# ---- fibonacci_calculator_gen ----
==> fibonacci_calculator_gen/route_heat.png <==
19 x 19 tiles, from dark blue (low) to red (high), scaled to the fullest tile. Values are wire area over tile area, all layers added.
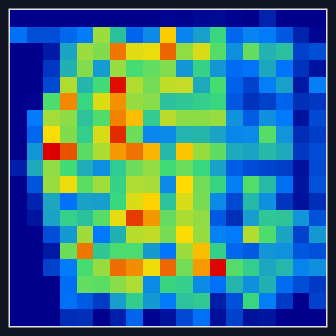

File: config.mk
export PLATFORM = sky130hd
export DESIGN_NAME = fibonacci_calculator_gen
export DESIGN_NICKNAME = d
export VERILOG_FILES = /design/src/rtl/fib_pkg.sv /design/src/rtl/fibonacci_calculator_gen.sv
export SDC_FILE = /design/constraint.sdc
export NUM_CORES = 1
export LEC_CHECK = 0
export CELL_PAD_IN_SITES_DETAIL_PLACEMENT = 0
export CELL_PAD_IN_SITES_GLOBAL_PLACEMENT = 1
export CORE_MARGIN = 2
export CORE_UTILIZATION = 40
export DETAILED_ROUTE_END_ITERATION = 10
export PLACE_DENSITY_LB_ADDON = 0.1
export RECOVER_POWER = 50
export SYNTH_ARGS = -nofsm -noshare
export SYNTH_HDL_FRONTEND = slang
export SYNTH_SLANG_ARGS = --single-unit
File: constraint.sdc
create_clock -name clk -period 2.2 [get_ports clk]
set_input_delay 0.44 -clock clk [delete_from_list [all_inputs] [get_ports clk]]
set_output_delay 0.44 -clock clk [all_outputs]
set_load 0.005 [all_outputs]
File: src/rtl/fib_pkg.sv
// -----------------------------------------------------------------------------
// fib_pkg
// Shared types and constants for the Fibonacci/Lucas sequence calculator.
//   state_e : controller states (IDLE, CALC, DONE)
//   mode_e  : seed selection (MODE_FIB = 0, MODE_LUCAS = 1)
//   *_S0/_S1: seed terms S(0), S(1) for each mode
// -----------------------------------------------------------------------------
package fib_pkg;

  typedef enum logic [1:0] {
    IDLE = 2'd0,
    CALC = 2'd1,
    DONE = 2'd2
  } state_e;

  typedef enum logic {
    MODE_FIB   = 1'b0,
    MODE_LUCAS = 1'b1
  } mode_e;

  localparam int unsigned FIB_S0 = 1;
  localparam int unsigned FIB_S1 = 1;
  localparam int unsigned LUC_S0 = 2;
  localparam int unsigned LUC_S1 = 1;

endpackage : fib_pkg

File: src/rtl/fibonacci_calculator_gen.sv
// -----------------------------------------------------------------------------
// fibonacci_calculator_gen
// Iterative calculator for term S(n) of a Fibonacci-type sequence, one
// addition per clock. Fibonacci seeds (1,1) give S(n) = F(n+1); Lucas seeds
// (2,1) give the Lucas numbers. Overflow is tracked per term; with SATURATE=1
// an overflowed result is clamped to all-ones, otherwise it wraps.
//
// Parameters:
//   WIDTH    result / accumulator width
//   IDX_W    index width, n in 0 .. 2^IDX_W-1
//   SATURATE 1 = clamp on overflow, 0 = wrap modulo 2^WIDTH
//
// Ports:
//   clk        rising-edge clock
//   reset      asynchronous active-low reset
//   input_s    term index n, sampled when a request is accepted
//   mode       0 = Fibonacci, 1 = Lucas, sampled when a request is accepted
//   begin_fibo start request, accepted in IDLE or DONE
//   busy       high while computing
//   done       high while a valid result is held
//   overflow   result term exceeded WIDTH bits (valid with done)
//   fibo_out   result S(n) (valid with done)
//
// Latency: done rises n+1 clocks after the accepting edge. All outputs are
// registered.
// -----------------------------------------------------------------------------
module fibonacci_calculator_gen
  import fib_pkg::*;
#(
  parameter int WIDTH    = 16,
  parameter int IDX_W    = 5,
  parameter bit SATURATE = 1'b1
) (
  input  logic             clk,
  input  logic             reset,
  input  logic [IDX_W-1:0] input_s,
  input  logic             mode,
  input  logic             begin_fibo,
  output logic             busy,
  output logic             done,
  output logic             overflow,
  output logic [WIDTH-1:0] fibo_out
);

  state_e             state_q;
  logic [WIDTH-1:0]   a_q;        // current term S(k)
  logic [WIDTH-1:0]   b_q;        // look-ahead term S(k+1)
  logic               a_ovf_q;    // S(k) has exceeded WIDTH bits
  logic               b_ovf_q;    // S(k+1) has exceeded WIDTH bits
  logic [IDX_W-1:0]   cnt_q;      // remaining steps
  logic               busy_q;
  logic               done_q;
  logic               overflow_q;
  logic [WIDTH-1:0]   fibo_out_q;

  logic [WIDTH:0]     sum_d;      // a+b with carry-out in the MSB
  logic [WIDTH-1:0]   seed0_d;
  logic [WIDTH-1:0]   seed1_d;

  always_comb begin
    sum_d = {1'b0, a_q} + {1'b0, b_q};
    if (mode_e'(mode) == MODE_LUCAS) begin
      seed0_d = WIDTH'(LUC_S0);
      seed1_d = WIDTH'(LUC_S1);
    end else begin
      seed0_d = WIDTH'(FIB_S0);
      seed1_d = WIDTH'(FIB_S1);
    end
  end

  always_ff @(posedge clk or negedge reset) begin
    if (!reset) begin
      state_q    <= IDLE;
      a_q        <= '0;
      b_q        <= '0;
      a_ovf_q    <= 1'b0;
      b_ovf_q    <= 1'b0;
      cnt_q      <= '0;
      busy_q     <= 1'b0;
      done_q     <= 1'b0;
      overflow_q <= 1'b0;
      fibo_out_q <= '0;
    end else begin
      case (state_q)
        // IDLE and DONE accept a request identically; the held result stays
        // on fibo_out/overflow until the next completion.
        IDLE, DONE: begin
          if (begin_fibo) begin
            a_q     <= seed0_d;
            b_q     <= seed1_d;
            a_ovf_q <= 1'b0;
            b_ovf_q <= 1'b0;
            cnt_q   <= input_s;
            busy_q  <= 1'b1;
            done_q  <= 1'b0;
            state_q <= CALC;
          end
        end

        CALC: begin
          if (cnt_q == '0) begin
            fibo_out_q <= (a_ovf_q && SATURATE) ? '1 : a_q;
            overflow_q <= a_ovf_q;
            busy_q     <= 1'b0;
            done_q     <= 1'b1;
            state_q    <= DONE;
          end else begin
            // Shift the window forward one term. Overflow flags travel with
            // their terms so a carry in the look-ahead term never flags a
            // result that fits.
            a_q     <= b_q;
            b_q     <= sum_d[WIDTH-1:0];
            a_ovf_q <= b_ovf_q;
            b_ovf_q <= b_ovf_q | sum_d[WIDTH];
            cnt_q   <= cnt_q - 1'b1;
          end
        end

        default: begin
          state_q <= IDLE;
          busy_q  <= 1'b0;
          done_q  <= 1'b0;
        end
      endcase
    end
  end

  assign busy     = busy_q;
  assign done     = done_q;
  assign overflow = overflow_q;
  assign fibo_out = fibo_out_q;

endmodule : fibonacci_calculator_gen

# ---- seq_step_ctrl ----
## config.mk

```make
export PLATFORM = sky130hd
export DESIGN_NAME = seq_step_ctrl
export DESIGN_NICKNAME = d
export VERILOG_FILES = /design/src/rtl/seq_step_pkg.sv /design/src/rtl/seq_step_ctrl_expect.sv /design/src/rtl/seq_step_ctrl.sv
export SDC_FILE = /design/constraint.sdc
export NUM_CORES = 1
export LEC_CHECK = 0
export CAP_MARGIN = 0
export CORE_MARGIN = 2
export CORE_UTILIZATION = 49
export CTS_BUF_LIST = sky130_fd_sc_hd__clkbuf_16
export DETAILED_ROUTE_END_ITERATION = 7
export HOLD_SLACK_MARGIN = 0.12
export PLACE_DENSITY = 0.79
export SYNTH_ARGS = -nofsm -noshare
export SYNTH_HDL_FRONTEND = slang
export SYNTH_SLANG_ARGS = --single-unit
```

## constraint.sdc

```tcl
create_clock -name clk -period 2.31 [get_ports clk]
set_input_delay 0.3465 -clock clk [delete_from_list [all_inputs] [get_ports clk]]
set_output_delay 0.3465 -clock clk [all_outputs]
set_load 0.005 [all_outputs]
```

## src/rtl/seq_step_pkg.sv

```systemverilog
// Shared types and the fixed 7-state stepping sequence of the team's 3-bit counter.
package seq_step_pkg;

  typedef enum logic [1:0] {
    IDLE  = 2'd0,
    CLEAR = 2'd1,
    RUN   = 2'd2,
    DONE  = 2'd3
  } state_e;

  // Value the counter holds right after a clear; only reachable through clear.
  localparam logic [2:0] SEQ_CLR = 3'b000;

  // Next counter value after one step. 000 feeds into the loop at 011.
  function automatic logic [2:0] seq_next(input logic [2:0] s);
    logic [2:0] n;
    case (s)
      3'b000:  n = 3'b011;
      3'b011:  n = 3'b010;
      3'b010:  n = 3'b110;
      3'b110:  n = 3'b111;
      3'b111:  n = 3'b101;
      3'b101:  n = 3'b100;
      3'b100:  n = 3'b001;
      default: n = 3'b011;  // 001
    endcase
    return n;
  endfunction

endpackage

```

## src/rtl/seq_step_ctrl_expect.sv

```systemverilog
// Expected-value tracker: mirrors what the counter should hold given the
// clears and steps issued so far.
module seq_expect
  import seq_step_pkg::*;
(
  input  logic       clk,
  input  logic       rst,
  input  logic       clr,
  input  logic       adv,
  output logic [2:0] exp_o
);

  logic [2:0] exp_d, exp_q;

  // Clear wins over advance; otherwise hold.
  always_comb begin
    exp_d = exp_q;
    if (clr)      exp_d = SEQ_CLR;
    else if (adv) exp_d = seq_next(exp_q);
  end

  // Expected-value register.
  always_ff @(posedge clk) begin
    if (rst) exp_q <= SEQ_CLR;
    else     exp_q <= exp_d;
  end

  assign exp_o = exp_q;

endmodule

```

## src/rtl/seq_step_ctrl.sv

```systemverilog
// Drives one stepped sequence counter through a programmed run and checks
// its state every RUN cycle against an independently tracked expectation.
module seq_step_ctrl
  import seq_step_pkg::*;
#(
  parameter int N_W   = 8,
  parameter int GAP   = 0,
  parameter int GAP_W = 4
) (
  input  logic           clk,
  input  logic           rst,
  input  logic           start,
  input  logic [N_W-1:0] num_steps,
  input  logic           pause,
  input  logic [2:0]     cnt_q,
  output logic           step_en,
  output logic           cnt_rst,
  output logic           busy,
  output logic           done,
  output logic           pass,
  output logic [N_W-1:0] steps_left,
  output logic           err_sticky
);

  state_e             state_d, state_q;
  logic [N_W-1:0]     steps_left_d, steps_left_q;
  logic [GAP_W-1:0]   gap_cnt_d, gap_cnt_q;
  logic               pass_d, pass_q;
  logic               err_d, err_q;
  logic               exp_clr, exp_adv;
  logic [2:0]         exp_val;
  logic               mismatch;

  seq_expect u_expect (
    .clk   (clk),
    .rst   (rst),
    .clr   (exp_clr),
    .adv   (exp_adv),
    .exp_o (exp_val)
  );

  assign mismatch = (cnt_q != exp_val);

  // Next-state, counters and step issue. A mismatch ends the run at once and
  // suppresses that cycle's step so the counter is left where it failed.
  always_comb begin
    state_d      = state_q;
    steps_left_d = steps_left_q;
    gap_cnt_d    = gap_cnt_q;
    pass_d       = pass_q;
    err_d        = err_q;
    step_en      = 1'b0;
    exp_clr      = 1'b0;
    exp_adv      = 1'b0;
    case (state_q)
      IDLE: begin
        if (start) begin
          steps_left_d = num_steps;
          err_d        = 1'b0;
          pass_d       = 1'b0;
          state_d      = CLEAR;
        end
      end
      CLEAR: begin
        exp_clr   = 1'b1;
        gap_cnt_d = '0;
        state_d   = RUN;
      end
      RUN: begin
        if (mismatch) begin
          err_d   = 1'b1;
          pass_d  = 1'b0;
          state_d = DONE;
        end else if (steps_left_q == '0) begin
          // Last step's effect was compared this cycle.
          pass_d  = 1'b1;
          state_d = DONE;
        end else if (!pause) begin
          if (gap_cnt_q == '0) begin
            step_en      = 1'b1;
            exp_adv      = 1'b1;
            steps_left_d = steps_left_q - N_W'(1);
            gap_cnt_d    = GAP_W'(GAP);
          end else begin
            gap_cnt_d = gap_cnt_q - GAP_W'(1);
          end
        end
      end
      default: state_d = IDLE;  // DONE lasts one cycle
    endcase
  end

  // State and run bookkeeping registers.
  always_ff @(posedge clk) begin
    if (rst) begin
      state_q      <= IDLE;
      steps_left_q <= '0;
      gap_cnt_q    <= '0;
      pass_q       <= 1'b0;
      err_q        <= 1'b0;
    end else begin
      state_q      <= state_d;
      steps_left_q <= steps_left_d;
      gap_cnt_q    <= gap_cnt_d;
      pass_q       <= pass_d;
      err_q        <= err_d;
    end
  end

  // Counter is held clear while we are in reset as well.
  assign cnt_rst    = rst | (state_q == CLEAR);
  assign busy       = (state_q != IDLE);
  assign done       = (state_q == DONE);
  assign pass       = pass_q;
  assign steps_left = steps_left_q;
  assign err_sticky = err_q;

endmodule

```

==> seq_step_ctrl/clock_wires.png <==
The bar under the picture is 20 um long.
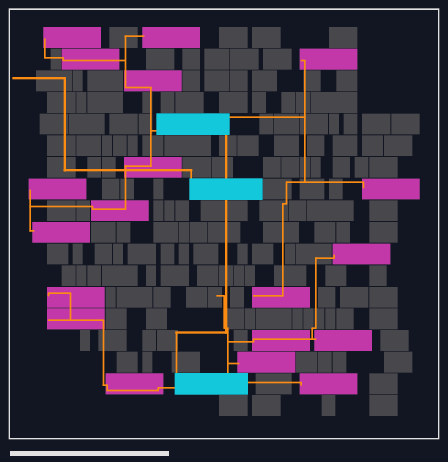
[clock wires] orange | length: 294 um
[flip-flops] magenta | count: 19
[clock-net drivers] cyan | count: 3
flops lie	widely spread
routed clock nets	4

==> seq_step_ctrl/route_heat.png <==
11 x 11 tiles, from dark blue (low) to red (high), scaled to the fullest tile. Values are wire area over tile area, all layers added.
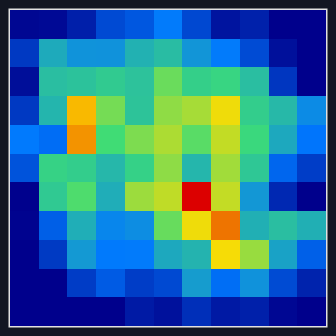
fullest tile	0.58
tiles over half the peak	20%
emptiest ninth of the die	bottom left
nearly empty tiles	15%
densest ninth of the die	middle
mean over tiles	0.18

==> GITHUB_STEP_SUMMARY, seq_step_ctrl <==
## Implementation flow summary

| Metric | Value |
|---|---|
| Launch point of the worst path | gap_cnt_q[1]$_SDFFE_PP0P_ |
| Sequential power share | 0.266 |
| Max-cap viol count | 0 |
| Post-synth EDFFs | 0 |
| Syn Nets | 166 |
| Hold buffers post-CTS | 0 |
| Simple-Gate Area Share | 0.2412 |
| Number of I/O port buffers | 28 |
| Int Power | between 0.001 and 0.0015 W |
| Status | finished, final reports clean |
| Worst min path class | reg2reg |
| Grt met1 use | 0.2794 |
| Largest net degree at the start of global routing | 21 |
| # DRC | 0 |
| Fmax | roughly 0.45 GHz |
| Initial Util | 0.5036 |
| CTS clk-pin slew, worst paths | 0.06 ns |
| Clk root buf | clkbuf_16 |
| Vias in the first global route | 1181 |
| Finished Core Util | 0.6921 |
| Kind of critical path | reg2reg |
| Commonest Layout Cell | clkdlybuf4s50_1 |
| Sw frac | 0.4022 |
| Biggest area cells | dfxtp_1, ha_1, mux2i_1 |
| Crit share post-route | 0.9532 |
| Total track usage | 0.2377 |
| Die x size | ~54 um |
| Max-slew headroom | 0.5536 |
| Slowest Stage Delay on Critical Path | roughly 0.45 ns |
[seq_step_ctrl: area by class of cell]
class                   instances  area (um2)
repair buffers                 37       342.8
fillers                       200       742.0
clock inverters                 1       5.005
clock buffers                   3       75.07
flip-flops and latches         19       380.4
inverters                       9       33.78
well taps                      30       37.54
multi-input cells             110       793.3
[seq_step_ctrl: registers in the layout, summed over array words and instances (netlist names), named ones only]
name	cells
err_sticky	1
gap_cnt_q	4
pass	1
state_q	2
steps_left	8
u_expect.exp_o	2
==> fibonacci_calculator_gen/clock_wires.png <==
The bar under the picture is 20 um long.
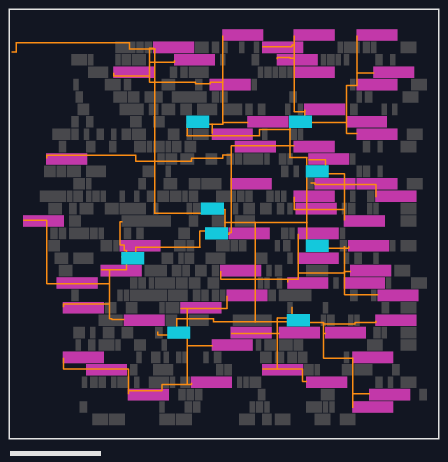
[flip-flops] magenta | count: 59
[clock wires] orange | length: 828 um
[clock-net drivers] cyan | count: 9
flops lie	widely spread

Notes on fibonacci_calculator_gen/route_heat.png above:
fullest tile	0.38
densest ninth of the die	middle
tiles over half the peak	31%

==> GITHUB_STEP_SUMMARY, fibonacci_calculator_gen <==
## Implementation flow summary

| Metric | Value |
|---|---|
| Number of I/O port buffers | 27 |
| # DRC | 0 |
| Final instance count without filler cells | 512 |
| Inverters | 10 |
| Worst-case reg-to-reg path depth | 9 |
| Via density | 5.180 |
| Status | finished, final reports clean |
| PwrDens | between 1500 and 2000 nW/um2 |
| Fmax | 0.4596 GHz |
| Worst-path cell chain | ha_2 -> inv_2 -> fa_2 -> nand2b_4 -> a21o_1 -> a32oi_2 -> a221oi_2 -> or4b_1 -> nand3_1 |
| Standard-cell rows | 32 |
| Top class by area | logic gates |
| GP Congestion | 0.8078 |
| Final Skew | 0.008920 ns |
| Die span in y | 93.89 um |
| Iter 0 DRT Violations | between 100 and 150 |
| Yosys top cell area share | 0.4568 |
| Area growth syn-to-layout | 22.45% |
| Fin nets | ~430 |
-- fibonacci_calculator_gen: report_power, final --
group	total (W)	internal [W]	leakage (nW)	switching, W
Combinational	0.00442	0.00207	1.01	0.00235
Sequential	0.00216	0.00167	0.703	0.000491
Clock	0.000977	0.000548	0.0991	0.000429
-- fibonacci_calculator_gen: tightest hold or removal path: stages (launching register included) --
cell and delay, ns:
dfrtp_1 0.35, nand2_1 0.06, nand2_1 0.05

# ---- seq_divider ----
$ cat config.mk
export PLATFORM = sky130hd
export DESIGN_NAME = seq_divider
export DESIGN_NICKNAME = d
export VERILOG_FILES = /design/src/rtl/div_pkg.sv /design/src/rtl/div_step.sv /design/src/rtl/seq_divider.sv
export SDC_FILE = /design/constraint.sdc
export NUM_CORES = 1
export LEC_CHECK = 0
export CORE_AREA = 2 2 172 174
export CTS_CLUSTER_DIAMETER = 30
export CTS_CLUSTER_SIZE = 12
export DETAILED_ROUTE_END_ITERATION = 6
export DIE_AREA = 0 0 174 176
export PLACE_DENSITY = 0.78
export SYNTH_ARGS = -nofsm -noshare
export SYNTH_HDL_FRONTEND = slang
export SYNTH_SLANG_ARGS = --single-unit
$ cat constraint.sdc
create_clock -name clk -period 5 [get_ports clk]
set_input_delay 1 -clock clk [delete_from_list [all_inputs] [get_ports clk]]
set_output_delay 1 -clock clk [all_outputs]
set_load 0.1 [all_outputs]
$ cat src/rtl/div_pkg.sv
// Shared types and helpers for the iterative restoring divider.
package div_pkg;

    localparam int MAX_W = 64;

    typedef enum logic [1:0] {
        IDLE,
        PREP,
        ITER,
        FIX
    } div_state_e;

    localparam logic [MAX_W-1:0] DIV_ZERO_QUO = '1;

    // Caller sign-extends the operand to MAX_W and truncates the result.
    function automatic logic [MAX_W-1:0] abs_val(
        input logic [MAX_W-1:0] value,
        input logic             is_signed
    );
        return (is_signed && value[MAX_W-1]) ? -value : value;
    endfunction

endpackage

$ cat src/rtl/div_step.sv
// One restoring division step: shift in a dividend bit, trial-subtract.
module div_step #(
    parameter int WIDTH = 32
) (
    input  logic [WIDTH-1:0] rem,
    input  logic             quo_msb,
    input  logic [WIDTH-1:0] divisor_mag,
    output logic [WIDTH-1:0] next_rem,
    output logic             q_bit
);

    logic [WIDTH:0] shifted;
    logic [WIDTH:0] trial;

    always_comb begin
        shifted  = {rem, quo_msb};
        trial    = shifted - {1'b0, divisor_mag};
        q_bit    = ~trial[WIDTH];
        next_rem = q_bit ? trial[WIDTH-1:0] : shifted[WIDTH-1:0];
    end

endmodule

$ cat src/rtl/seq_divider.sv
// Iterative signed/unsigned restoring divider with start/busy/done handshake.
module seq_divider
    import div_pkg::*;
#(
    parameter int WIDTH = 32,
    parameter int CNT_W = $clog2(WIDTH + 1)
) (
    input  logic             clk,
    input  logic             rst_n,
    input  logic             start,
    input  logic             is_signed,
    input  logic [WIDTH-1:0] dividend,
    input  logic [WIDTH-1:0] divisor,
    output logic             busy,
    output logic             done,
    output logic [WIDTH-1:0] quotient,
    output logic [WIDTH-1:0] remainder,
    output logic             div_by_zero
);

    div_state_e       state_q, state_d;
    logic [CNT_W-1:0] cnt_q, cnt_d;
    logic             signed_q, signed_d;
    logic [WIDTH-1:0] dd_q, dd_d;
    logic [WIDTH-1:0] dv_q, dv_d;
    logic [WIDTH-1:0] rem_q, rem_d;
    logic [WIDTH-1:0] quo_q, quo_d;
    logic [WIDTH-1:0] dvsr_q, dvsr_d;
    logic             qneg_q, qneg_d;
    logic             rneg_q, rneg_d;
    logic             zero_q, zero_d;
    logic             busy_q, busy_d;
    logic             done_q, done_d;
    logic [WIDTH-1:0] quotient_q, quotient_d;
    logic [WIDTH-1:0] remainder_q, remainder_d;
    logic             dbz_q, dbz_d;

    logic [WIDTH-1:0] step_rem;
    logic             step_q;

    div_step #(
        .WIDTH(WIDTH)
    ) u_step (
        .rem        (rem_q),
        .quo_msb    (quo_q[WIDTH-1]),
        .divisor_mag(dvsr_q),
        .next_rem   (step_rem),
        .q_bit      (step_q)
    );

    always_comb begin
        state_d     = state_q;
        cnt_d       = cnt_q;
        signed_d    = signed_q;
        dd_d        = dd_q;
        dv_d        = dv_q;
        rem_d       = rem_q;
        quo_d       = quo_q;
        dvsr_d      = dvsr_q;
        qneg_d      = qneg_q;
        rneg_d      = rneg_q;
        zero_d      = zero_q;
        busy_d      = busy_q;
        done_d      = 1'b0;
        quotient_d  = quotient_q;
        remainder_d = remainder_q;
        dbz_d       = dbz_q;

        unique case (state_q)
            IDLE: begin
                if (start) begin
                    dd_d     = dividend;
                    dv_d     = divisor;
                    signed_d = is_signed;
                    dbz_d    = 1'b0;
                    busy_d   = 1'b1;
                    state_d  = PREP;
                end
            end
            PREP: begin
                // The dividend magnitude seeds the quotient half of {rem,quo}.
                quo_d  = WIDTH'(abs_val(MAX_W'($signed(dd_q)), signed_q));
                dvsr_d = WIDTH'(abs_val(MAX_W'($signed(dv_q)), signed_q));
                rem_d  = '0;
                cnt_d  = CNT_W'(WIDTH);
                qneg_d = signed_q & (dd_q[WIDTH-1] ^ dv_q[WIDTH-1]);
                rneg_d = signed_q & dd_q[WIDTH-1];
                zero_d = (dv_q == '0);
                state_d = (dv_q == '0) ? FIX : ITER;
            end
            ITER: begin
                rem_d = step_rem;
                quo_d = {quo_q[WIDTH-2:0], step_q};
                cnt_d = cnt_q - CNT_W'(1);
                if (cnt_q == CNT_W'(1)) begin
                    state_d = FIX;
                end
            end
            FIX: begin
                if (zero_q) begin
                    quotient_d  = WIDTH'(DIV_ZERO_QUO);
                    remainder_d = dd_q;
                    dbz_d       = 1'b1;
                end else begin
                    quotient_d  = qneg_q ? -quo_q : quo_q;
                    remainder_d = rneg_q ? -rem_q : rem_q;
                end
                done_d  = 1'b1;
                busy_d  = 1'b0;
                state_d = IDLE;
            end
            default: begin
                state_d = IDLE;
            end
        endcase
    end

    always_ff @(posedge clk or negedge rst_n) begin
        if (!rst_n) begin
            state_q     <= IDLE;
            cnt_q       <= '0;
            signed_q    <= 1'b0;
            dd_q        <= '0;
            dv_q        <= '0;
            rem_q       <= '0;
            quo_q       <= '0;
            dvsr_q      <= '0;
            qneg_q      <= 1'b0;
            rneg_q      <= 1'b0;
            zero_q      <= 1'b0;
            busy_q      <= 1'b0;
            done_q      <= 1'b0;
            quotient_q  <= '0;
            remainder_q <= '0;
            dbz_q       <= 1'b0;
        end else begin
            state_q     <= state_d;
            cnt_q       <= cnt_d;
            signed_q    <= signed_d;
            dd_q        <= dd_d;
            dv_q        <= dv_d;
            rem_q       <= rem_d;
            quo_q       <= quo_d;
            dvsr_q      <= dvsr_d;
            qneg_q      <= qneg_d;
            rneg_q      <= rneg_d;
            zero_q      <= zero_d;
            busy_q      <= busy_d;
            done_q      <= done_d;
            quotient_q  <= quotient_d;
            remainder_q <= remainder_d;
            dbz_q       <= dbz_d;
        end
    end

    assign busy        = busy_q;
    assign done        = done_q;
    assign quotient    = quotient_q;
    assign remainder   = remainder_q;
    assign div_by_zero = dbz_q;

endmodule
==> seq_divider/class_map.png <==
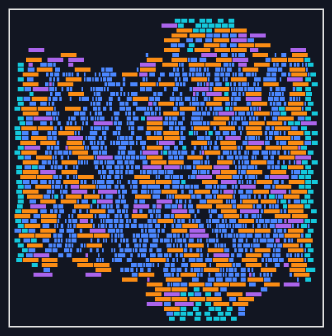
class	color	cells	share of their area
remaining logic cells	blue	1189	46%
clock drivers and dummy loads	purple	87	10%
registers	orange	239	35%
remaining buffers and delay cells	cyan	147	8.4%

==> GITHUB_STEP_SUMMARY <==
## Implementation flow summary

| Metric | Value |
|---|---|
| Status | finished, final reports clean |
| Final Hold Vio Count | 0 |
| Fin nets | 1739 |
| Finished Core Util | 0.6177 |
| Reg-to-reg setup timing slack | 0.85 ns |
| Worst-case reg-to-reg path depth | 10 |
| Max-slew violation count | 0 |
| First-pass GRT wire length | 59010 um |
| Tool warnings | 33 |
| Area reported by Yosys stat | 14240 um2 |
| Simple-Gate Area Share | 0.1253 |
| Mi-comb count | 1111 |
| Setup TNS | 0 ns |
| Final WS setup | between 0.8 and 0.9 ns |
| Final Skew | slightly below 0.04 ns |
| Setup violations, final | 0 |
| CTS buffer count | 50 |
| Seq/total area | 0.3392 |
| Combinational Area | 7680 um2 |
==> seq_divider/route_heat.png <==
35 x 35 tiles, from dark blue (low) to red (high), scaled to the fullest tile. Values are wire area over tile area, all layers added.
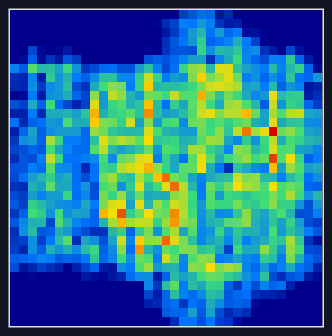
mean over tiles	0.19
emptiest ninth of the die	bottom left
tiles over half the peak	21%
nearly empty tiles	21%
fullest tile	0.63

==> worst max-delay path: stages (launching register included) <==
cell      delay, ns
dfrtp_1        0.45
ha_1           0.42
a21oi_1        0.28
o211ai_1       0.21
a211oi_1       0.29
o21ai_0        0.23
or3_1          0.41
o21ai_1        0.42
xor2_1         0.81
nor4_1         0.14
or3_1          0.38
==> layer usage <==
layer	GRT usage	routed length, um	up-vias
met1	0.3066	15460	5687
met4	0.06968	829	0
met5	0	0	-
met3	0.03618	2310	74
li1	-	-	5586
met2	0.4049	17410	425


==> screenshots <==
The clock network.
panel A
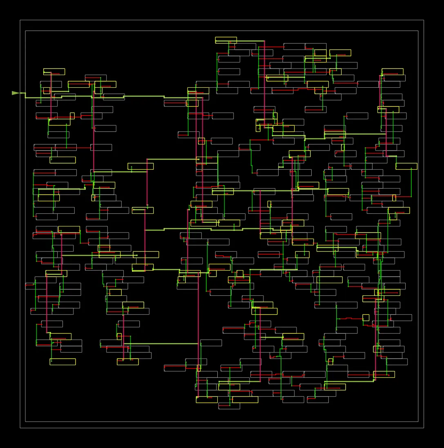
panel B
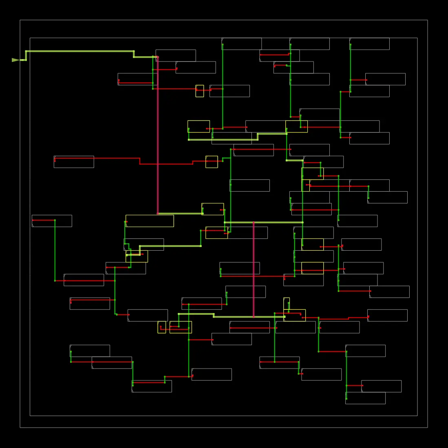
panel C
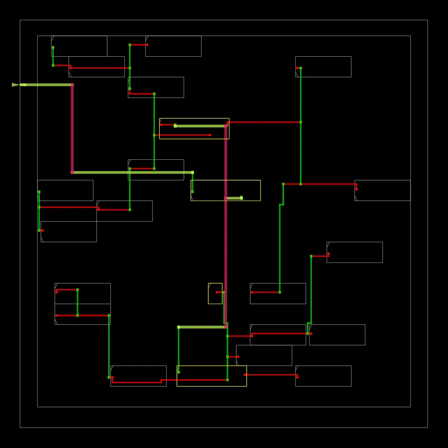
fibonacci_calculator_gen: panel B
seq_divider: panel A
seq_step_ctrl: panel C

Power and IR drop assume default switching activity.
